==================== design 1
Fig. 1: design 1, cells colored by class
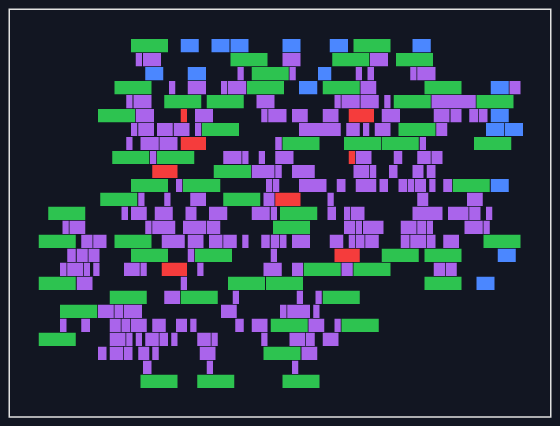

===== config.mk =====
export PLATFORM = sky130hd
export DESIGN_NAME = uart_receiver
export DESIGN_NICKNAME = d
export VERILOG_FILES = /design/src/rtl/uart_receiver.sv
export SDC_FILE = /design/constraint.sdc
export NUM_CORES = 1
export LEC_CHECK = 0
export CORE_AREA = 5 5 100 74
export CTS_CLUSTER_DIAMETER = 150
export DETAILED_ROUTE_END_ITERATION = 8
export DIE_AREA = 0 0 105 79
export PLACE_DENSITY = 0.56
export SLEW_MARGIN = 30
export SYNTH_ARGS = -nofsm -noshare
export SYNTH_HDL_FRONTEND = slang
export SYNTH_SLANG_ARGS = --single-unit
export TNS_END_PERCENT = 30

===== constraint.sdc =====
create_clock -name clk -period 5.58 [get_ports clk]
set_input_delay 1.116 -clock clk [delete_from_list [all_inputs] [get_ports clk]]
set_output_delay 1.116 -clock clk [all_outputs]
set_load 0.02 [all_outputs]

===== src/rtl/uart_receiver.sv =====
`timescale 1ns/1ps
// Purpose    : 8-bit UART receiver, 16x NCO oversampling, 3-sample majority vote, optional parity.
// Latency    : data_valid rises 1 clk after the mid-bit decision of the last stop bit.
// Backpressure: one-byte holding register; a good byte arriving while data_valid=1 (no ack) is dropped with overrun_err.
//
// Ports:
//   clk         system clock
//   rst         synchronous active-high reset
//   rxd         asynchronous serial input, idles high
//   data        received byte (holding register)
//   data_valid  holding register holds an unread byte
//   data_ack    consumer has read data; clears data_valid next clk
//   busy        a frame is in progress (any state but IDLE)
//   frame_err   one-cycle pulse: a stop bit was sampled low
//   parity_err  one-cycle pulse: parity mismatch
//   overrun_err one-cycle pulse: good byte completed while data_valid=1

module uart_receiver #(
  parameter int SYS_CLK     = 50000000,
  parameter int DEFAULT_BDR = 115200,
  parameter int PARITY_BIT  = 0,       // 0 none, 1 even, 2 odd
  parameter int STOP_BIT    = 2        // stop bits checked, 1 or 2
) (
  input  logic       clk,
  input  logic       rst,
  input  logic       rxd,
  output logic [7:0] data,
  output logic       data_valid,
  input  logic       data_ack,
  output logic       busy,
  output logic       frame_err,
  output logic       parity_err,
  output logic       overrun_err
);

  // Phase increment for a tick rate of 16x the baud rate on a 16-bit phase.
  localparam longint INC_L = (longint'(DEFAULT_BDR) * 1048576) / longint'(SYS_CLK);
  localparam logic [15:0] INC = 16'(INC_L);

  generate
    if (INC_L <= 0 || INC_L >= 65536) begin : g_bad_inc
      $error("uart_receiver: baud increment out of range for SYS_CLK/DEFAULT_BDR");
    end
    if (STOP_BIT < 1 || STOP_BIT > 2) begin : g_bad_stop
      $error("uart_receiver: STOP_BIT must be 1 or 2");
    end
    if (PARITY_BIT < 0 || PARITY_BIT > 2) begin : g_bad_par
      $error("uart_receiver: PARITY_BIT must be 0, 1 or 2");
    end
  endgenerate

  typedef enum logic [2:0] {
    S_IDLE,
    S_START,
    S_DATA,
    S_PARITY,
    S_STOP,
    S_WAIT_HIGH
  } state_t;

  // Synchronizer and edge-detect history
  logic        r_rx_meta;
  logic        r_rxs;
  logic        r_rxs_d;

  // Baud NCO and oversample position
  logic [16:0] r_acc;
  logic [3:0]  r_os;
  logic [1:0]  r_samp;     // [1] = sample at os 7, [0] = sample at os 8

  // Frame state
  state_t      r_state;
  logic [2:0]  r_bit_idx;
  logic [7:0]  r_shift;
  logic        r_par_err;
  logic        r_frm_err;
  logic        r_stop_idx;

  // Registered outputs
  logic [7:0]  r_data;
  logic        r_vld;
  logic        r_busy;
  logic        r_ferr;
  logic        r_perr;
  logic        r_ovr;

  logic        w_tick;
  logic        w_start_edge;
  logic        w_decide;
  logic        w_bit;
  logic        w_stop_err;
  logic        w_last_stop;
  logic        w_par_calc;
  logic        w_par_bad;

  // Bit 16 is set only in the cycle after the 16-bit phase wraps, so it is
  // already a one-cycle registered pulse.
  assign w_tick       = r_acc[16];
  assign w_start_edge = (r_state == S_IDLE) && r_rxs_d && !r_rxs;
  assign w_decide     = w_tick && (r_os == 4'd9);

  // The third vote is the live synchronized value on the os = 9 tick.
  assign w_bit = (r_samp[1] & r_samp[0]) | (r_samp[1] & r_rxs) | (r_samp[0] & r_rxs);

  // A low stop bit seen earlier in the frame is remembered in r_frm_err.
  assign w_stop_err  = r_frm_err | ~w_bit;
  assign w_last_stop = (r_stop_idx == 1'(STOP_BIT - 1));

  assign w_par_calc = (^r_shift) ^ w_bit;
  assign w_par_bad  = (PARITY_BIT == 2) ? ~w_par_calc : w_par_calc;

  // 2-flop synchronizer plus one history flop for falling-edge detection.
  always_ff @(posedge clk) begin
    if (rst) begin
      r_rx_meta <= 1'b1;
      r_rxs     <= 1'b1;
      r_rxs_d   <= 1'b1;
    end else begin
      r_rx_meta <= rxd;
      r_rxs     <= r_rx_meta;
      r_rxs_d   <= r_rxs;
    end
  end

  // NCO, oversample counter and mid-bit sample registers. Clearing on the
  // start edge aligns sample points to the received frame.
  always_ff @(posedge clk) begin
    if (rst) begin
      r_acc  <= 17'd0;
      r_os   <= 4'd0;
      r_samp <= 2'b11;
    end else if (w_start_edge) begin
      r_acc  <= 17'd0;
      r_os   <= 4'd0;
    end else begin
      r_acc <= {1'b0, r_acc[15:0]} + {1'b0, INC};
      if (w_tick) begin
        r_os <= r_os + 4'd1;
        if (r_os == 4'd7 || r_os == 4'd8) begin
          r_samp <= {r_samp[0], r_rxs};
        end
      end
    end
  end

  // Frame FSM with registered outputs.
  always_ff @(posedge clk) begin
    if (rst) begin
      r_state    <= S_IDLE;
      r_bit_idx  <= 3'd0;
      r_shift    <= 8'd0;
      r_par_err  <= 1'b0;
      r_frm_err  <= 1'b0;
      r_stop_idx <= 1'b0;
      r_data     <= 8'd0;
      r_vld      <= 1'b0;
      r_busy     <= 1'b0;
      r_ferr     <= 1'b0;
      r_perr     <= 1'b0;
      r_ovr      <= 1'b0;
    end else begin
      r_ferr <= 1'b0;
      r_perr <= 1'b0;
      r_ovr  <= 1'b0;

      // Ack consumes the held byte; a byte loaded below in the same cycle wins.
      if (data_ack && r_vld) begin
        r_vld <= 1'b0;
      end

      case (r_state)
        S_IDLE: begin
          if (w_start_edge) begin
            r_state <= S_START;
            r_busy  <= 1'b1;
          end
        end

        S_START: begin
          if (w_decide) begin
            if (w_bit) begin
              // Line back high at mid start bit: treat as a glitch.
              r_state <= S_IDLE;
              r_busy  <= 1'b0;
            end else begin
              r_state   <= S_DATA;
              r_bit_idx <= 3'd0;
              r_par_err <= 1'b0;
              r_frm_err <= 1'b0;
            end
          end
        end

        S_DATA: begin
          if (w_decide) begin
            r_shift <= {w_bit, r_shift[7:1]};
            if (r_bit_idx == 3'd7) begin
              r_stop_idx <= 1'b0;
              r_state    <= (PARITY_BIT != 0) ? S_PARITY : S_STOP;
            end else begin
              r_bit_idx <= r_bit_idx + 3'd1;
            end
          end
        end

        S_PARITY: begin
          if (w_decide) begin
            r_par_err <= w_par_bad;
            r_state   <= S_STOP;
          end
        end

        S_STOP: begin
          if (w_decide) begin
            if (!w_last_stop) begin
              r_frm_err  <= w_stop_err;
              r_stop_idx <= r_stop_idx + 1'b1;
            end else if (w_stop_err) begin
              // Line may be in break; hold off new frames until it idles.
              r_ferr  <= 1'b1;
              r_state <= S_WAIT_HIGH;
            end else if (r_par_err) begin
              r_perr  <= 1'b1;
              r_state <= S_IDLE;
              r_busy  <= 1'b0;
            end else if (r_vld && !data_ack) begin
              // Old unread byte is kept, new byte is dropped.
              r_ovr   <= 1'b1;
              r_state <= S_IDLE;
              r_busy  <= 1'b0;
            end else begin
              r_data  <= r_shift;
              r_vld   <= 1'b1;
              r_state <= S_IDLE;
              r_busy  <= 1'b0;
            end
          end
        end

        S_WAIT_HIGH: begin
          if (r_rxs) begin
            r_state <= S_IDLE;
            r_busy  <= 1'b0;
          end
        end

        default: begin
          r_state <= S_IDLE;
          r_busy  <= 1'b0;
        end
      endcase
    end
  end

  assign data        = r_data;
  assign data_valid  = r_vld;
  assign busy        = r_busy;
  assign frame_err   = r_ferr;
  assign parity_err  = r_perr;
  assign overrun_err = r_ovr;

endmodule


==================== design 2
`config.mk`:
```
export PLATFORM = sky130hd
export DESIGN_NAME = serial_subtractor
export DESIGN_NICKNAME = d
export VERILOG_FILES = /design/src/rtl/arith_pkg.sv /design/src/rtl/full_subtractor.sv /design/src/rtl/serial_subtractor.sv
export SDC_FILE = /design/constraint.sdc
export NUM_CORES = 1
export LEC_CHECK = 0
export CORE_MARGIN = 2
export CORE_UTILIZATION = 45
export DETAILED_ROUTE_END_ITERATION = 10
export DONT_BUFFER_PORTS = 1
export SYNTH_ARGS = -nofsm -noshare
export SYNTH_HDL_FRONTEND = slang
export SYNTH_SLANG_ARGS = --single-unit
```
`constraint.sdc`:
```
create_clock -name clk -period 3.9 [get_ports clk]
set_input_delay 1.17 -clock clk [delete_from_list [all_inputs] [get_ports clk]]
set_output_delay 1.17 -clock clk [all_outputs]
set_load 0.03 [all_outputs]
```
`src/rtl/arith_pkg.sv`:
```
// Shared arithmetic-lab definitions: serial FSM state encoding and a constant clog2 helper.
// No logic and no latency of its own; the package carries no handshake.
// Imported by the serial arithmetic blocks.
package arith_pkg;

    typedef enum logic [1:0] {
        ST_IDLE  = 2'd0,
        ST_SHIFT = 2'd1,
        ST_DONE  = 2'd2
    } state_e;

    // Ceiling log2, usable in constant expressions; returns 0 for value <= 1.
    function automatic int clog2(input int value);
        int r;
        int v;
        r = 0;
        v = value - 1;
        while (v > 0) begin
            r = r + 1;
            v = v >> 1;
        end
        return r;
    endfunction

endpackage

```
`src/rtl/full_subtractor.sv`:
```
// One-bit full subtractor: d = x - y - bin, with borrow-out bo.
// Purely combinational, zero cycles of latency.
// No handshake and no backpressure; the outputs follow the inputs.
module full_subtractor (
    input  logic x,
    input  logic y,
    input  logic bin,
    output logic d,
    output logic bo
);

    assign d  = x ^ y ^ bin;
    assign bo = (~x & y) | (~(x ^ y) & bin);

endmodule

```
`src/rtl/serial_subtractor.sv`:
```
// Bit-serial LSB-first subtractor: diff = a - b mod 2^WIDTH, bout = unsigned borrow.
// Latency: WIDTH+1 cycles from accepted start to the done pulse; one op per WIDTH+1 cycles.
// start is taken only while busy=0 (IDLE or the DONE cycle) and is ignored during SHIFT.
module serial_subtractor
    import arith_pkg::*;
#(
    parameter int WIDTH = 8
) (
    input  logic             clk,
    input  logic             rst_n,
    input  logic             start,
    input  logic [WIDTH-1:0] a,
    input  logic [WIDTH-1:0] b,
    output logic             busy,
    output logic             done,
    output logic [WIDTH-1:0] diff,
    output logic             bout
);

    localparam int CNT_W = (clog2(WIDTH) < 1) ? 1 : clog2(WIDTH);
    localparam logic [CNT_W-1:0] CNT_LAST = CNT_W'(WIDTH - 1);

    state_e           state_q;
    logic [WIDTH-1:0] a_sr_q;
    logic [WIDTH-1:0] b_sr_q;
    logic [WIDTH-1:0] d_sr_q;
    logic             br_q;
    logic [CNT_W-1:0] cnt_q;
    logic             busy_q;
    logic             done_q;
    logic [WIDTH-1:0] diff_q;
    logic             bout_q;

    logic             bit_d;
    logic             br_d;
    logic [WIDTH-1:0] d_sr_d;
    logic             last_bit;

    full_subtractor u_fs (
        .x   (a_sr_q[0]),
        .y   (b_sr_q[0]),
        .bin (br_q),
        .d   (bit_d),
        .bo  (br_d)
    );

    // Result bits enter at the MSB so that after WIDTH shifts bit 0 sits at the LSB.
    always_comb begin
        d_sr_d   = {bit_d, d_sr_q[WIDTH-1:1]};
        last_bit = (cnt_q == CNT_LAST);
    end

    always_ff @(posedge clk or negedge rst_n) begin
        if (!rst_n) begin
            state_q <= ST_IDLE;
            a_sr_q  <= '0;
            b_sr_q  <= '0;
            d_sr_q  <= '0;
            br_q    <= 1'b0;
            cnt_q   <= '0;
            busy_q  <= 1'b0;
            done_q  <= 1'b0;
            diff_q  <= '0;
            bout_q  <= 1'b0;
        end else begin
            case (state_q)
                ST_IDLE: begin
                    done_q <= 1'b0;
                    if (start) begin
                        a_sr_q  <= a;
                        b_sr_q  <= b;
                        d_sr_q  <= '0;
                        br_q    <= 1'b0;
                        cnt_q   <= '0;
                        busy_q  <= 1'b1;
                        state_q <= ST_SHIFT;
                    end
                end

                ST_SHIFT: begin
                    a_sr_q <= a_sr_q >> 1;
                    b_sr_q <= b_sr_q >> 1;
                    d_sr_q <= d_sr_d;
                    br_q   <= br_d;
                    cnt_q  <= cnt_q + CNT_W'(1);
                    if (last_bit) begin
                        // Publish the completed result together with the done pulse.
                        diff_q  <= d_sr_d;
                        bout_q  <= br_d;
                        busy_q  <= 1'b0;
                        done_q  <= 1'b1;
                        state_q <= ST_DONE;
                    end
                end

                ST_DONE: begin
                    done_q <= 1'b0;
                    if (start) begin
                        a_sr_q  <= a;
                        b_sr_q  <= b;
                        d_sr_q  <= '0;
                        br_q    <= 1'b0;
                        cnt_q   <= '0;
                        busy_q  <= 1'b1;
                        state_q <= ST_SHIFT;
                    end else begin
                        state_q <= ST_IDLE;
                    end
                end

                default: begin
                    busy_q  <= 1'b0;
                    done_q  <= 1'b0;
                    state_q <= ST_IDLE;
                end
            endcase
        end
    end

    assign busy = busy_q;
    assign done = done_q;
    assign diff = diff_q;
    assign bout = bout_q;

endmodule

```
==================== design 3
**src/rtl/ad_capture_writer.sv**
```systemverilog
// ADC capture write initiator: packs strobed four-channel sample sets into 16-bit words
// and streams them into PSRAM as fixed-length AXI4-style write bursts, one outstanding at a time.
module ad_capture_writer #(
    parameter int BURST_LEN  = 8,
    parameter int FIFO_DEPTH = 32
) (
    input  logic        clk,
    input  logic        reset_n,
    input  logic        start,
    input  logic [24:0] base_addr,
    input  logic [15:0] num_bursts,
    input  logic        psram_ready,
    input  logic [11:0] ad_a0,
    input  logic [11:0] ad_a1,
    input  logic [11:0] ad_b0,
    input  logic [11:0] ad_b1,
    input  logic        ad_strobe,
    output logic [24:0] awaddr,
    output logic [7:0]  awlen,
    output logic        awvalid,
    input  logic        awready,
    output logic [15:0] wdata,
    output logic        wvalid,
    input  logic        wready,
    input  logic        bvalid,
    input  logic [1:0]  bresp,
    output logic        bready,
    output logic        busy,
    output logic        done,
    output logic [15:0] overflow_cnt,
    output logic        resp_err
);

    localparam int PTR_W  = $clog2(FIFO_DEPTH);
    localparam int LVL_W  = PTR_W + 1;
    localparam int BEAT_W = $clog2(BURST_LEN + 1);
    localparam logic [LVL_W-1:0]  LVL_BURST   = LVL_W'(BURST_LEN);
    localparam logic [LVL_W-1:0]  LVL_FULL    = LVL_W'(FIFO_DEPTH);
    localparam logic [LVL_W-1:0]  LVL_SET_MAX = LVL_W'(FIFO_DEPTH - 4);
    localparam logic [BEAT_W-1:0] BEAT_LAST   = BEAT_W'(BURST_LEN - 1);

    typedef enum logic [2:0] {S_IDLE, S_FILL, S_ADDR, S_DATA, S_RESP, S_FIN} state_t;

    state_t              state_q, state_d;
    logic                awvalid_q, awvalid_d;
    logic [24:0]         awaddr_q, awaddr_d;
    logic [15:0]         remain_q, remain_d;
    logic [BEAT_W-1:0]   beat_q, beat_d;
    logic [15:0]         ovf_q, ovf_d;
    logic                err_q, err_d;
    logic [PTR_W-1:0]    wr_ptr_q, wr_ptr_d, rd_ptr_q, rd_ptr_d;
    logic [LVL_W-1:0]    level_q, level_d;
    logic                pack_act_q, pack_act_d;
    logic [1:0]          pack_ch_q, pack_ch_d;
    logic [11:0]         samp_q [4];
    logic [11:0]         samp_d [4];
    logic [15:0]         mem_q [FIFO_DEPTH];

    logic                busy_w, push_w, pop_w, strobe_acc, strobe_drop;
    logic [15:0]         push_word;

    always_comb begin
        busy_w      = (state_q == S_FILL) || (state_q == S_ADDR) ||
                      (state_q == S_DATA) || (state_q == S_RESP);
        push_w      = pack_act_q && (state_q != S_FIN);
        pop_w       = (state_q == S_DATA) && wready;
        push_word   = {2'b00, pack_ch_q, samp_q[pack_ch_q]};
        // A set is only taken when the packer is idle and all four words are guaranteed room.
        strobe_acc  = busy_w && ad_strobe && !pack_act_q && (level_q <= LVL_SET_MAX);
        strobe_drop = busy_w && ad_strobe && !strobe_acc;
    end

    always_comb begin
        state_d    = state_q;
        awvalid_d  = awvalid_q;
        awaddr_d   = awaddr_q;
        remain_d   = remain_q;
        beat_d     = beat_q;
        ovf_d      = ovf_q;
        err_d      = err_q;
        wr_ptr_d   = wr_ptr_q + PTR_W'(push_w);
        rd_ptr_d   = rd_ptr_q + PTR_W'(pop_w);
        level_d    = level_q + LVL_W'(push_w) - LVL_W'(pop_w);
        pack_act_d = pack_act_q;
        pack_ch_d  = pack_ch_q;
        samp_d     = samp_q;

        if (pack_act_q) begin
            pack_ch_d = pack_ch_q + 2'd1;
            if (pack_ch_q == 2'd3) pack_act_d = 1'b0;
        end
        if (strobe_acc) begin
            samp_d     = '{ad_a0, ad_a1, ad_b0, ad_b1};
            pack_act_d = 1'b1;
            pack_ch_d  = 2'd0;
        end
        if (strobe_drop && (ovf_q != '1)) ovf_d = ovf_q + 16'd1;

        case (state_q)
            S_IDLE: begin
                if (start) begin
                    awaddr_d = base_addr;
                    remain_d = num_bursts;
                    ovf_d    = '0;
                    err_d    = 1'b0;
                    state_d  = (num_bursts == '0) ? S_FIN : S_FILL;
                end
            end
            S_FILL: begin
                if ((level_q >= LVL_BURST) && psram_ready) begin
                    awvalid_d = 1'b1;
                    state_d   = S_ADDR;
                end
            end
            S_ADDR: begin
                if (awready) begin
                    awvalid_d = 1'b0;
                    beat_d    = '0;
                    state_d   = S_DATA;
                end
            end
            S_DATA: begin
                if (wready) begin
                    beat_d = beat_q + BEAT_W'(1);
                    if (beat_q == BEAT_LAST) state_d = S_RESP;
                end
            end
            S_RESP: begin
                if (bvalid) begin
                    if (bresp != 2'b00) err_d = 1'b1;
                    remain_d = remain_q - 16'd1;
                    awaddr_d = awaddr_q + 25'(BURST_LEN);
                    state_d  = (remain_q == 16'd1) ? S_FIN : S_FILL;
                end
            end
            S_FIN: begin
                wr_ptr_d   = '0;
                rd_ptr_d   = '0;
                level_d    = '0;
                pack_act_d = 1'b0;
                pack_ch_d  = '0;
                state_d    = S_IDLE;
            end
            default: state_d = S_IDLE;
        endcase
    end

    always_ff @(posedge clk or negedge reset_n) begin
        if (!reset_n) begin
            state_q    <= S_IDLE;
            awvalid_q  <= 1'b0;
            awaddr_q   <= '0;
            remain_q   <= '0;
            beat_q     <= '0;
            ovf_q      <= '0;
            err_q      <= 1'b0;
            wr_ptr_q   <= '0;
            rd_ptr_q   <= '0;
            level_q    <= '0;
            pack_act_q <= 1'b0;
            pack_ch_q  <= '0;
            samp_q     <= '{default: '0};
        end else begin
            state_q    <= state_d;
            awvalid_q  <= awvalid_d;
            awaddr_q   <= awaddr_d;
            remain_q   <= remain_d;
            beat_q     <= beat_d;
            ovf_q      <= ovf_d;
            err_q      <= err_d;
            wr_ptr_q   <= wr_ptr_d;
            rd_ptr_q   <= rd_ptr_d;
            level_q    <= level_d;
            pack_act_q <= pack_act_d;
            pack_ch_q  <= pack_ch_d;
            samp_q     <= samp_d;
        end
    end

    always_ff @(posedge clk) begin
        if (push_w) mem_q[wr_ptr_q] <= push_word;
    end

    assign awaddr       = awaddr_q;
    assign awlen        = 8'(BURST_LEN);
    assign awvalid      = awvalid_q;
    assign wvalid       = (state_q == S_DATA);
    assign wdata        = wvalid ? mem_q[rd_ptr_q] : '0;
    assign bready       = 1'b1;
    assign busy         = busy_w;
    assign done         = (state_q == S_FIN);
    assign overflow_cnt = ovf_q;
    assign resp_err     = err_q;

    assert property (@(posedge clk) disable iff (!reset_n) !(push_w && !pop_w && (level_q == LVL_FULL)));
    assert property (@(posedge clk) disable iff (!reset_n) !(pop_w && (level_q == '0)));

endmodule

```
**config.mk**
```make
export PLATFORM = sky130hd
export DESIGN_NAME = ad_capture_writer
export DESIGN_NICKNAME = d
export VERILOG_FILES = /design/src/rtl/ad_capture_writer.sv
export SDC_FILE = /design/constraint.sdc
export NUM_CORES = 1
export LEC_CHECK = 0
export ABC_AREA = 1
export CAP_MARGIN = 20
export CELL_PAD_IN_SITES_DETAIL_PLACEMENT = 1
export CELL_PAD_IN_SITES_GLOBAL_PLACEMENT = 1
export CORE_ASPECT_RATIO = 1.5
export CORE_MARGIN = 1.5
export CORE_UTILIZATION = 42
export DETAILED_ROUTE_END_ITERATION = 10
export PLACE_DENSITY_LB_ADDON = 0.1
export SETUP_SLACK_MARGIN = 0.5
export SLEW_MARGIN = 20
export SYNTH_ARGS = -nofsm -noshare
export SYNTH_HDL_FRONTEND = slang
export SYNTH_SLANG_ARGS = --single-unit
```
**constraint.sdc**
```tcl
create_clock -name clk -period 2.6 [get_ports clk]
set_input_delay 0.52 -clock clk [delete_from_list [all_inputs] [get_ports clk]]
set_output_delay 0.52 -clock clk [all_outputs]
set_load 0.005 [all_outputs]
```
==================== design 4
**config.mk**
```make
export PLATFORM = sky130hd
export DESIGN_NAME = parser_rule_cfg
export DESIGN_NICKNAME = d
export VERILOG_FILES = /design/src/rtl/parser_rule_cfg.sv
export SDC_FILE = /design/constraint.sdc
export NUM_CORES = 1
export LEC_CHECK = 0
export CORE_AREA = 2 2 240 242
export CTS_CLUSTER_DIAMETER = 80
export DETAILED_ROUTE_END_ITERATION = 16
export DIE_AREA = 0 0 242 244
export PLACE_DENSITY = 0.4
export SETUP_SLACK_MARGIN = 0.2
export SYNTH_ARGS = -nofsm -noshare
export SYNTH_HDL_FRONTEND = slang
export SYNTH_SLANG_ARGS = --single-unit
```
**constraint.sdc**
```tcl
create_clock -name i_clk -period 4.16 [get_ports i_clk]
set_input_delay 0.624 -clock i_clk [delete_from_list [all_inputs] [get_ports i_clk]]
set_output_delay 0.624 -clock i_clk [all_outputs]
set_load 0.02 [all_outputs]
```
**src/rtl/parser_rule_cfg.sv**
```systemverilog
// Host-side configuration controller for the parser rule tables: assembles 103-bit
// rules from 32-bit config words and writes, reads back or clears one layer's table.
//
// state     | meaning
// ----------+-----------------------------------------------------------
// S_IDLE    | waiting for a header word
// S_WDATA   | collecting the four data words of a legal WRITE
// S_WRITE   | single write strobe of the assembled rule
// S_DRAIN   | swallowing the four data words of a rejected WRITE
// S_RD_REQ  | single read strobe to the addressed layer
// S_RD_WAIT | capturing the layer's read data
// S_RESP    | returning the captured rule as four response words
// S_CLEAR   | zeroing every rule of one layer, one address per cycle
module parser_rule_cfg #(
  parameter  int LAYER_NUM = 4,
  parameter  int RULE_NUM  = 8,
  localparam int RULE_W    = 103,
  localparam int ADDR_W    = $clog2(RULE_NUM)
) (
  input  logic                        i_clk,
  input  logic                        i_rst,
  input  logic                        i_cfg_valid,
  input  logic [31:0]                 i_cfg_data,
  output logic                        o_cfg_ready,
  output logic [LAYER_NUM-1:0]        o_rule_wren,
  output logic [LAYER_NUM-1:0]        o_rule_rden,
  output logic [ADDR_W-1:0]           o_rule_addr,
  output logic [RULE_W-1:0]           o_rule_wdata,
  input  logic [LAYER_NUM*RULE_W-1:0] i_rule_rdata,
  output logic                        o_resp_valid,
  output logic [31:0]                 o_resp_data,
  input  logic                        i_resp_ready,
  output logic                        o_busy,
  output logic [15:0]                 o_err_cnt
);

  localparam int LW = (LAYER_NUM > 1) ? $clog2(LAYER_NUM) : 1;

  localparam logic [3:0] OP_WRITE = 4'd1;
  localparam logic [3:0] OP_READ  = 4'd2;
  localparam logic [3:0] OP_CLEAR = 4'd3;

  typedef enum logic [2:0] {
    S_IDLE, S_WDATA, S_WRITE, S_DRAIN, S_RD_REQ, S_RD_WAIT, S_RESP, S_CLEAR
  } state_e;

  state_e              state_q, state_d;
  logic [LW-1:0]       layer_q, layer_d;
  logic [ADDR_W-1:0]   rule_q, rule_d;
  logic [1:0]          word_q, word_d;
  logic [RULE_W-1:0]   shadow_q, shadow_d;
  logic [15:0]         err_q, err_d;

  logic [3:0]          hdr_op;
  logic [3:0]          hdr_layer;
  logic [7:0]          hdr_rule;
  logic                layer_ok;
  logic                rule_ok;
  logic                err_inc;
  logic [RULE_W-1:0]   rd_slice;
  logic [LAYER_NUM-1:0] layer_oh;

  logic                cfg_ready;
  logic                wren_sel;
  logic                rden_sel;
  logic [ADDR_W-1:0]   addr;
  logic [RULE_W-1:0]   wdata;
  logic                resp_valid;
  logic [31:0]         resp_data;

  assign hdr_op    = i_cfg_data[31:28];
  assign hdr_layer = i_cfg_data[27:24];
  assign hdr_rule  = i_cfg_data[23:16];
  assign layer_ok  = hdr_layer < 4'(LAYER_NUM);
  assign rule_ok   = hdr_rule < 8'(RULE_NUM);
  assign layer_oh  = {{(LAYER_NUM-1){1'b0}}, 1'b1} << layer_q;

  always_comb begin
    rd_slice = '0;
    for (int l = 0; l < LAYER_NUM; l++) begin
      if (layer_q == LW'(l)) rd_slice = i_rule_rdata[l*RULE_W +: RULE_W];
    end
  end

  always_comb begin
    state_d    = state_q;
    layer_d    = layer_q;
    rule_d     = rule_q;
    word_d     = word_q;
    shadow_d   = shadow_q;
    err_d      = err_q;
    err_inc    = 1'b0;
    cfg_ready  = 1'b0;
    wren_sel   = 1'b0;
    rden_sel   = 1'b0;
    addr       = '0;
    wdata      = '0;
    resp_valid = 1'b0;
    resp_data  = '0;

    case (state_q)
      S_IDLE: begin
        cfg_ready = 1'b1;
        if (i_cfg_valid) begin
          layer_d = hdr_layer[LW-1:0];
          rule_d  = hdr_rule[ADDR_W-1:0];
          word_d  = '0;
          case (hdr_op)
            OP_WRITE: begin
              if (layer_ok && rule_ok) state_d = S_WDATA;
              else begin
                state_d = S_DRAIN;
                err_inc = 1'b1;
              end
            end
            OP_READ: begin
              if (layer_ok && rule_ok) state_d = S_RD_REQ;
              else                     err_inc = 1'b1;
            end
            OP_CLEAR: begin
              if (layer_ok) begin
                state_d = S_CLEAR;
                rule_d  = '0;
              end else begin
                err_inc = 1'b1;
              end
            end
            default: err_inc = 1'b1;
          endcase
        end
      end
      S_WDATA: begin
        cfg_ready = 1'b1;
        if (i_cfg_valid) begin
          case (word_q)
            2'd0: shadow_d[31:0]  = i_cfg_data;
            2'd1: shadow_d[63:32] = i_cfg_data;
            2'd2: shadow_d[95:64] = i_cfg_data;
            default: shadow_d[RULE_W-1:96] = i_cfg_data[RULE_W-97:0];
          endcase
          word_d = word_q + 2'd1;
          if (word_q == 2'd3) state_d = S_WRITE;
        end
      end
      S_WRITE: begin
        wren_sel = 1'b1;
        addr     = rule_q;
        wdata    = shadow_q;
        state_d  = S_IDLE;
      end
      S_DRAIN: begin
        cfg_ready = 1'b1;
        if (i_cfg_valid) begin
          word_d = word_q + 2'd1;
          if (word_q == 2'd3) state_d = S_IDLE;
        end
      end
      S_RD_REQ: begin
        rden_sel = 1'b1;
        addr     = rule_q;
        state_d  = S_RD_WAIT;
      end
      S_RD_WAIT: begin
        shadow_d = rd_slice;
        word_d   = '0;
        state_d  = S_RESP;
      end
      S_RESP: begin
        resp_valid = 1'b1;
        case (word_q)
          2'd0: resp_data = shadow_q[31:0];
          2'd1: resp_data = shadow_q[63:32];
          2'd2: resp_data = shadow_q[95:64];
          default: resp_data = {{(128-RULE_W){1'b0}}, shadow_q[RULE_W-1:96]};
        endcase
        if (i_resp_ready) begin
          word_d = word_q + 2'd1;
          if (word_q == 2'd3) state_d = S_IDLE;
        end
      end
      S_CLEAR: begin
        wren_sel = 1'b1;
        addr     = rule_q;
        rule_d   = rule_q + 1'b1;
        if (rule_q == ADDR_W'(RULE_NUM-1)) state_d = S_IDLE;
      end
      default: state_d = S_IDLE;
    endcase

    if (err_inc && (err_q != 16'hFFFF)) err_d = err_q + 16'd1;
  end

  always_ff @(posedge i_clk) begin
    if (i_rst) begin
      state_q  <= S_IDLE;
      layer_q  <= '0;
      rule_q   <= '0;
      word_q   <= '0;
      shadow_q <= '0;
      err_q    <= '0;
    end else begin
      state_q  <= state_d;
      layer_q  <= layer_d;
      rule_q   <= rule_d;
      word_q   <= word_d;
      shadow_q <= shadow_d;
      err_q    <= err_d;
    end
  end

  // Everything is held quiet while reset is asserted so an interrupted CLEAR
  // cannot touch the address that was in flight.
  assign o_cfg_ready  = cfg_ready & ~i_rst;
  assign o_rule_wren  = (wren_sel & ~i_rst) ? layer_oh : '0;
  assign o_rule_rden  = (rden_sel & ~i_rst) ? layer_oh : '0;
  assign o_rule_addr  = i_rst ? '0 : addr;
  assign o_rule_wdata = i_rst ? '0 : wdata;
  assign o_resp_valid = resp_valid & ~i_rst;
  assign o_resp_data  = i_rst ? '0 : resp_data;
  assign o_busy       = (state_q != S_IDLE) & ~i_rst;
  assign o_err_cnt    = err_q;

endmodule

```
Fig. 2: design 1, signal wires by layer
Bar = 20 µm.
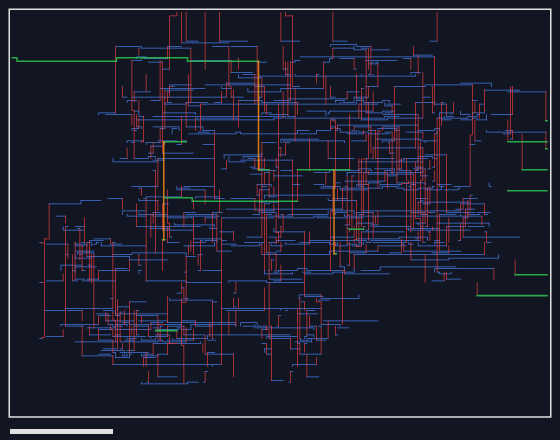
| color | layer | wire length |
|---|---|---|
| red | M2 | 1780 µm |
| blue | M1 | 2470 µm |
| orange | M4 | 56.4 µm |
| green | M3 | 141 µm |
overall routed net length: 4440 µm
WL/cell: 12.4 µm
total number of vias: 1815
gr usage total: 0.114

About Fig. 1:
| color | class | cells | share of their area |
|---|---|---|---|
| red | clock drivers and dummy loads | 8 | 3.3% |
| purple | remaining logic cells | 197 | 49% |
| blue | remaining buffers and delay cells | 17 | 6.2% |
| green | registers | 56 | 41% |
finished layout cell area: 2810 µm²
number of rows created at floorplan: 25

==> deck_impl_summary.md, design 1 <==
Implementation Results

Run status
  – Result of the run: finished clean

Placed design
  – Last weighted congestion value of the routability-driven placer: 0.728
  – Placed cell count: roughly 350
  – Worst setup timing slack at the placement stage: roughly 2600 ps

Flow run
  – Max-cap viol count: 0

Layout
  – Final standard cell utilization of the core: 0.436
  – Post-Layout Cell Count: approximately 360

Power
  – Gate power share: 0.159
  – Total Power: around 0.84 mW
  – Net Sw Frac: 0.285
  – IR drop worst, VDD: between 0.1 and 0.15 mV

Worst setup path
  – Startpoint type of the worst setup path: input pin
  – Critical path fanouts, max: 34
  – Crit path capture type: flop
  – Critical path class: in2reg

STA
  – Setup clock skew after layout: 6.25 ps
  – Tmin final: ~2600 ps

Logic synthesis
  – Synthesized flop and latch total: between 50 and 60
  – Top cell type's share of synthesized area: 0.448
  – Post-synth ARST share: 0

Clock tree
  – Post-CTS setup-driven buffer insertion count: 0
  – Num Clock Sinks: 56

Global routing
  – Total congestion overflow: 0

Floorplanning
  – Chip area: a little over 8000 µm²
-- design 1: layout make-up --
class / count / area [µm²]
Tap cell: 81 / 101
Timing Repair Buffer: 17 / 168
Clock buffer: 8 / 90.1
Sequential cell: 56 / 1120
Fill cell: 635 / 3640
Inverter: 9 / 33.8
Multi-Input combinational cell: 188 / 1290
-- design 1: worst paths after layout --
check,start,to,slack [ps]
min,r_rx_meta,r_rxs,430
max,rst,r_acc[9],2950
min reg2reg,r_rx_meta,r_rxs,430
max reg2reg,r_os[0],data[0],3130
-- design 1: registers in the layout, summed over array words and instances (netlist names) --
| register | flops |
|---|---|
| r_stop_idx | 1 |
| r_frm_err | 1 |
| r_shift | 8 |
| overrun_err | 1 |
| r_state | 3 |
| r_rxs_d | 1 |
| parity_err | 1 |
| r_par_err | 1 |
| r_rxs | 1 |
| frame_err | 1 |
| data_valid | 1 |
| r_bit_idx | 3 |
| r_rx_meta | 1 |
| data | 8 |
| r_samp | 2 |
| r_os | 4 |
| busy | 1 |
| r_acc | 17 |
-- design 1: layer usage --
metal / share of wire / GRT usage
met1: 0.56 / 0.164
met2: 0.40 / 0.164
met3: 0.032 / 0.0301
met4: 0.013 / 0.0421
met5: 0 / 0
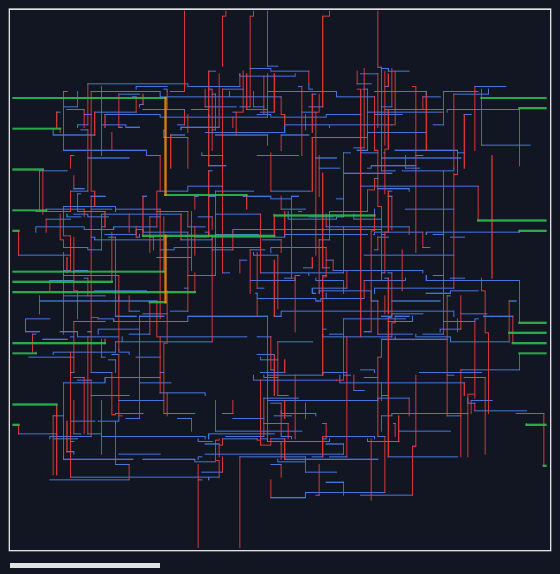
Fig. 3. Signal wires by layer (design 2).
Bar = 20 µm.
| color | layer | wire length |
|---|---|---|
| red | M2 | 1560 µm |
| blue | M1 | 1630 µm |
| orange | M4 | 21.8 µm |
| green | M3 | 201 µm |
WL/cell: 16.8 µm
overall routed net length: 3410 µm
gr usage total: 0.142
total number of vias: 1133

==> deck_impl_summary.md, design 2 <==
Implementation Results

Run status
  – Result of the run: finished clean

Worst setup path
  – Destination of the critical timing path: diff[5]

Floorplanning
  – Die y size: 71.9 µm
  – Share of the core filled by cells before placement: 0.473

Flow run
  – Max-cap viol count: 0

STA
  – Tmin final: about 2000 ps
  – Slew at the pin with the worst max-slew slack: roughly 650 ps
  – Finish-stage setup viols: 0
  – Setup clock skew after layout: 5.92 ps
  – Setup TNS: 0 ps

Logic synthesis
  – Total standard cell area after synthesis: 2070 µm²
  – Post-synth ARST share: 1.00
  – Compound-Gate Fraction of Synth Area: 0.0344
  – Top cell type's share of synthesized area: 0.483

Clock tree
  – Buffer cell driving the clock tree root: sky130_fd_sc_hd__clkbuf_8

Layout
  – Area of the multi-input gates: 953 µm²
  – Multi-input logic portion of the cell area: 0.438
  – Area added between synthesis and finish: 4.89%

Hold path
  – WHS Path Cells: 1
-- design 2: placed cells by master (no fill, tap or decap) --
cell type,instances
sky130_fd_sc_hd__o2bb2ai_1,1
sky130_fd_sc_hd__a21o_1,1
sky130_fd_sc_hd__inv_1,4
sky130_fd_sc_hd__clkbuf_8,7
sky130_fd_sc_hd__a32o_1,1
sky130_fd_sc_hd__nand3_1,2
sky130_fd_sc_hd__mux2_2,3
sky130_fd_sc_hd__dfrtp_1,40
sky130_fd_sc_hd__nor2_1,4
sky130_fd_sc_hd__o21ai_0,2
sky130_fd_sc_hd__mux2_4,10
sky130_fd_sc_hd__nand2b_2,1
sky130_fd_sc_hd__nor3b_1,2
sky130_fd_sc_hd__ha_1,2
sky130_fd_sc_hd__bufinv_16,1
sky130_fd_sc_hd__nand3b_1,1
sky130_fd_sc_hd__nand2b_1,6
sky130_fd_sc_hd__buf_4,2
sky130_fd_sc_hd__fa_1,1
sky130_fd_sc_hd__xnor2_1,1
sky130_fd_sc_hd__a22o_1,4
sky130_fd_sc_hd__mux2i_1,55
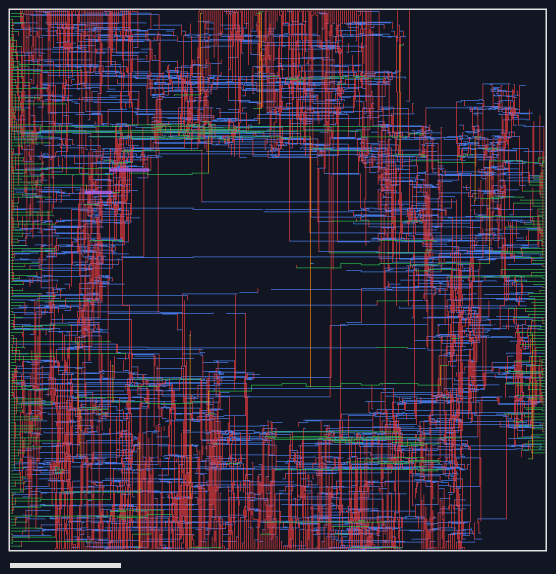
Fig. 4. Signal wires by layer (design 4).
Bar = 50 µm.
| color | layer | wire length |
|---|---|---|
| red | M2 | 28.4 mm |
| orange | M4 | 676 µm |
| purple | M5 | 27.6 µm |
| green | M3 | 4580 µm |
| blue | M1 | 23.3 mm |
overall routed net length: 56900 µm
total number of vias: 11106
gr usage total: 0.187
WL/cell: 24.1 µm

==> deck_impl_summary.md, design 4 <==
Implementation Results

Power
  – Pint: approximately 3.4 mW
  – IR drop worst, VDD: between 0.2 and 0.25 mV
  – Gate power share: 0.401
  – Clock distribution power: 1.57 mW

STA
  – Maximum clock frequency: 0.266 GHz

Worst setup path
  – Data arrival at the endpoint of the critical path: around 3100 ps
  – Startpoint type of the worst setup path: flop

Logic synthesis
  – Post-synth ARST share: 0
  – Synth top cells by count: sky130_fd_sc_hd__nand2_1 (152), sky130_fd_sc_hd__dfxtp_1 (129), sky130_fd_sc_hd__o21ai_0 (118), sky130_fd_sc_hd__a31oi_1 (104), sky130_fd_sc_hd__and2_1 (104)
  – Most numerous cell in the Yosys netlist: sky130_fd_sc_hd__nand2_1

Clock tree
  – Post-CTS resize count: 0
  – Post-CTS setup-driven buffer insertion count: 0
  – Insertion delay of the later-clocked pin in the worst-skew pair: 450 ps
  – Bufs on Longest Clock Path: 2

Floorplanning
  – # IOs: 613

Layout
  – Flip-flop count of the largest register, all copies and words added: 103

Run status
  – Result of the run: finished clean
design 4: cells by family (layout without fill, tap and decap cells):
logic type / count (synthesis) / count (layout) / share of synthesized area
AND/OR/NAND/NOR: 387 / 387 / 0.202
adder cells (fa/ha/maj): 7 / 7 / 0.00947
XOR/XNOR: 4 / 4 / 0.00379
flip-flops: 129 / 129 / 0.279
other: 0 / 2 / 0
AND-OR/OR-AND: 298 / 298 / 0.200
buffers and inverters: 119 / 676 / 0.0503
multiplexers: 107 / 107 / 0.255
design 4: tightest hold or removal path, cell delays in order, from the launching register on:
cell and delay [ps]:
sky130_fd_sc_hd__dfxtp_1 330, sky130_fd_sc_hd__o21ai_0 70, sky130_fd_sc_hd__a21oi_1 60
design 4: per-layer routing:
layer	part of all wire	vias to the layer above	routed length, µm
met5	0.00047	-	27
met4	0.012	4	675
met3	0.080	40	4580
met2	0.50	500	28400
met1	0.41	5493	23300
li1	-	5069	-
design 4: path summary, 6_finish.rpt:
kind,start,to,slack (ps)
worst min register to register,o_err_cnt[6],o_err_cnt[6],500
worst max register to register,word_q[1],shadow_q[14],1130
worst min-delay path,o_err_cnt[6],o_err_cnt[6],500
worst max-delay path,word_q[1],o_resp_data[6],400
Fig. 5: design 3, PDN straps and rails
Bar = 50 µm. Pins as bars on the die edge.
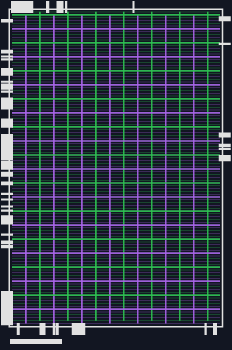
| color | net |
|---|---|
| green | VDD |
| purple | VSS |
met5 straps: 22
met4 straps: 14
met1 rails: 112
rows: 111
IR drop worst, VDD: 0.599 mV
die y size: 307 µm
core box area: 61000 µm²
x dimension of the die: 205 µm

==> deck_impl_summary.md, design 3 <==
Implementation Results

Layout
  – Finished layout cell area: about 34000 µm²
  – Number of multi-input combinational cells: 1811
  – Leading cell category by total area: registers
  – Final clock-cell share: 0.0524
  – Area of the multi-input gates: 8990 µm²
  – Post-Layout Cell Count: 3789

Global routing
  – Total congestion overflow: 0
  – Met2 Usage GRT: 0.509
  – Vias in the first global route: 22191
  – Global routing usage on met1: 0.334

Power
  – Power density over the cells: 1260 nW/µm²
  – Pleak: 13.7 nW

STA
  – Slew at the pin with the worst max-slew slack: 651 ps
  – Finish-stage setup viols: 14
  – Unrepaired setup endpoints after global routing: true
  – Final worst path period share: 1.19
  – Fin worst setup slack: -486 ps
  – Setup clock skew after layout: 32.2 ps
  – Worst-case hold slack: 445 ps

Logic synthesis
  – Area figure in the yosys stat output: 25800 µm²
  – Top cell type's share of synthesized area: 0.521

Worst setup path
  – R2r setup slk: between 200 and 300 ps
  – Startpoint of the worst register-to-register path: state_q[2]
  – Destination of the critical timing path: wdata[7]
  – Critical path required time: 2080 ps
  – Critical path fanouts, max: 13

Clock tree
  – Insertion delay of the later-clocked pin in the worst-skew pair: 640 ps
  – CTS H-Tree Depth: 2
  – Clock-pin transition on the worst setup and hold timing paths: 60 ps

Placed design
  – Placed wire-length estimate after detailed placement: about 53000 µm

Run status
  – Result of the run: finished with violations
  – Failing checks: setup timing

Flow run
  – Max-cap viol count: 0

Detailed routing
  – Routed wl met3: 3590 µm
## design 3: cells by family (layout without fill, tap and decap cells)
| logic type | Yosys count | count (layout) | share of synthesized area |
|---|---|---|---|
| flops | 581 | 581 | 0.650 |
| fa+ha+maj | 21 | 21 | 0.0105 |
| buf+inv | 236 | 606 | 0.0409 |
| xor+xnor | 14 | 14 | 0.00475 |
| simple gates | 1538 | 1539 | 0.247 |
| other cells | 2 | 11 | 0.000291 |
| compound gates | 226 | 226 | 0.0458 |
## design 3: worst max-delay path: stages, from the launching register on
cell,delay [ps]
sky130_fd_sc_hd__dfrtp_4,570
sky130_fd_sc_hd__buf_12,170
sky130_fd_sc_hd__buf_4,160
sky130_fd_sc_hd__buf_12,140
sky130_fd_sc_hd__nand2_1,60
sky130_fd_sc_hd__nand3_1,100
sky130_fd_sc_hd__nand3_2,70
sky130_fd_sc_hd__nand3_2,130
sky130_fd_sc_hd__nand3_4,100
sky130_fd_sc_hd__a21oi_4,200
sky130_fd_sc_hd__buf_6,120
sky130_fd_sc_hd__buf_2,110
## design 3: power by group
group	switching (mW)	internal, mW
Combinational	12.4	7.45
Sequential	0.973	13.3
Clock	3.62	4.41
Total	17.0	25.1

==> notes/layouts.md <==
Pictures saved along the way, in no particular order.

Clock routing.
Plate I
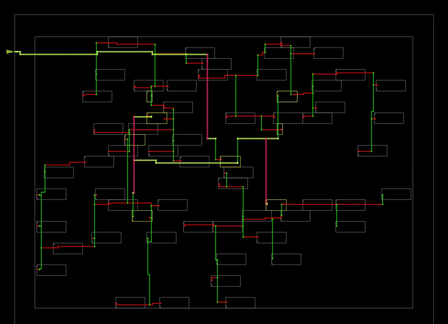
Plate II
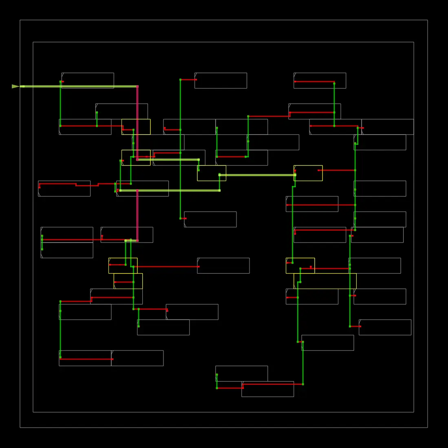
Plate III
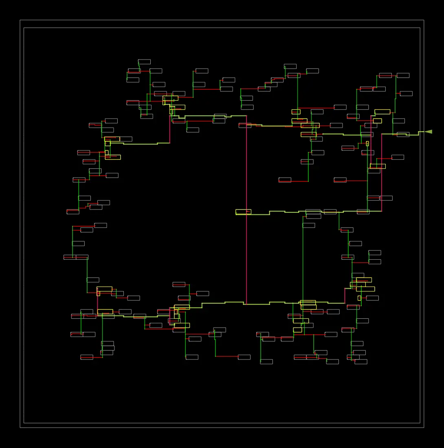
Plate IV
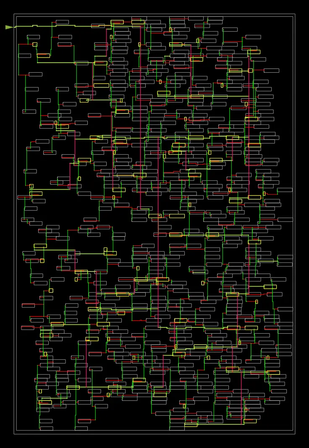
- most clock buffers: Plate IV
- most sequential cells: Plate IV
- design 4 = Plate III
- design 3 = Plate IV
- design 1 = Plate I
- design 2 = Plate II



==> layout pictures side by side <==
Cells colored by class.
shot_01.png
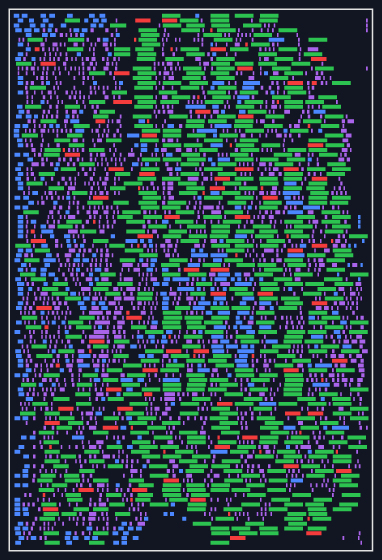
shot_02.png
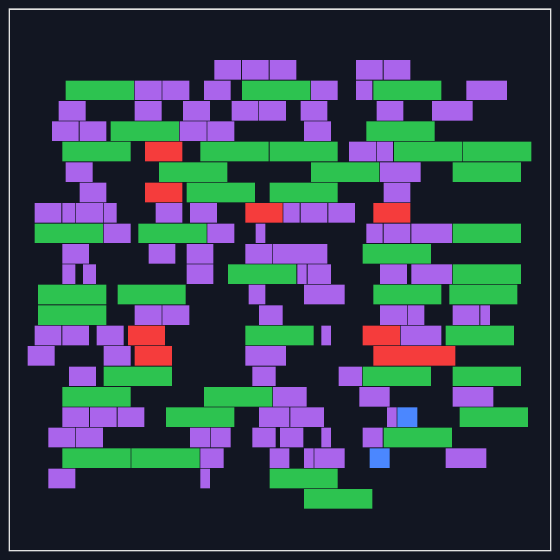
shot_03.png
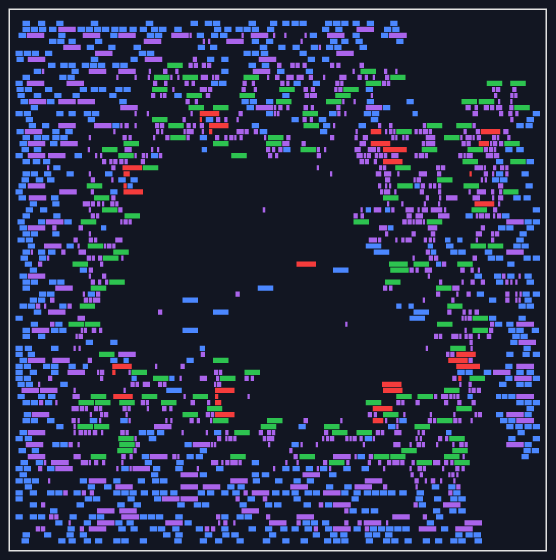
Of these, most sequential cells: shot_01.png
Of these, most cells: shot_01.png
- shot_03.png = design 4
- shot_01.png = design 3
- shot_02.png = design 2

Key to shot_03.png:
| color | class | cells | share of their area |
|---|---|---|---|
| blue | remaining buffers and delay cells | 636 | 40% |
| purple | remaining logic cells | 811 | 40% |
| green | registers | 129 | 16% |
| red | clock drivers and dummy loads | 32 | 3.8% |


==> screenshots <==
Clock network drawn from the DEF.
panel A
Bar = 50 µm.
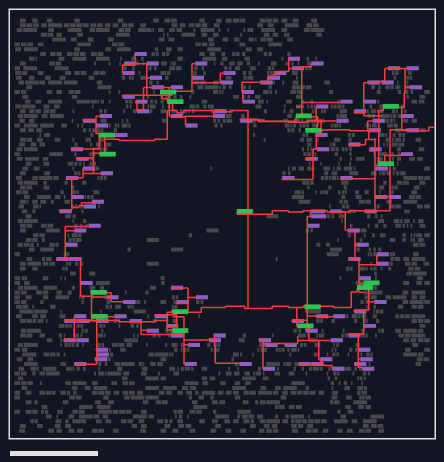
panel B
Bar = 20 µm.
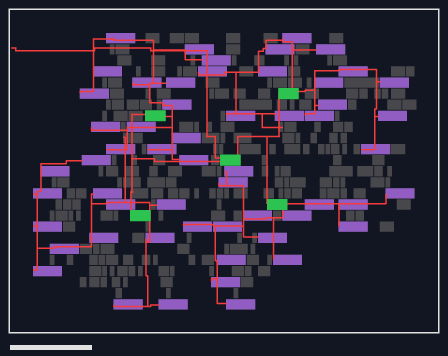
panel C
Bar = 50 µm.
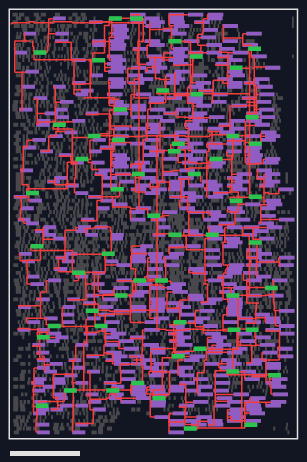
panel D
Bar = 20 µm.
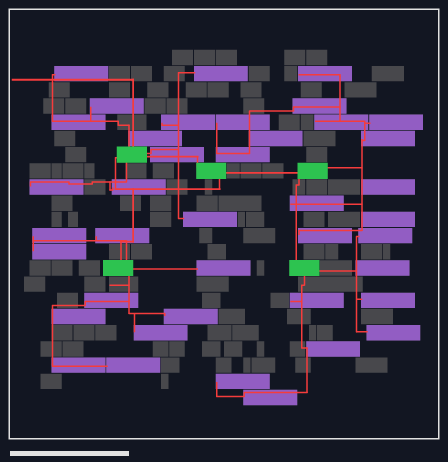
Panel C is design 3.
Panel A is design 4.
Panel B is design 1.
Panel D is design 2.
The one with the fewest sequential cells is panel D.
The one with the smallest die is panel D.

Key to panel C:
[purple] flip-flops | count: 581
[red] clock wires | length: 7470 µm
[green] clock-net drivers | count: 57
flops lie: widely spread

No activity file was given, so power comes from the tool's default toggle rates.
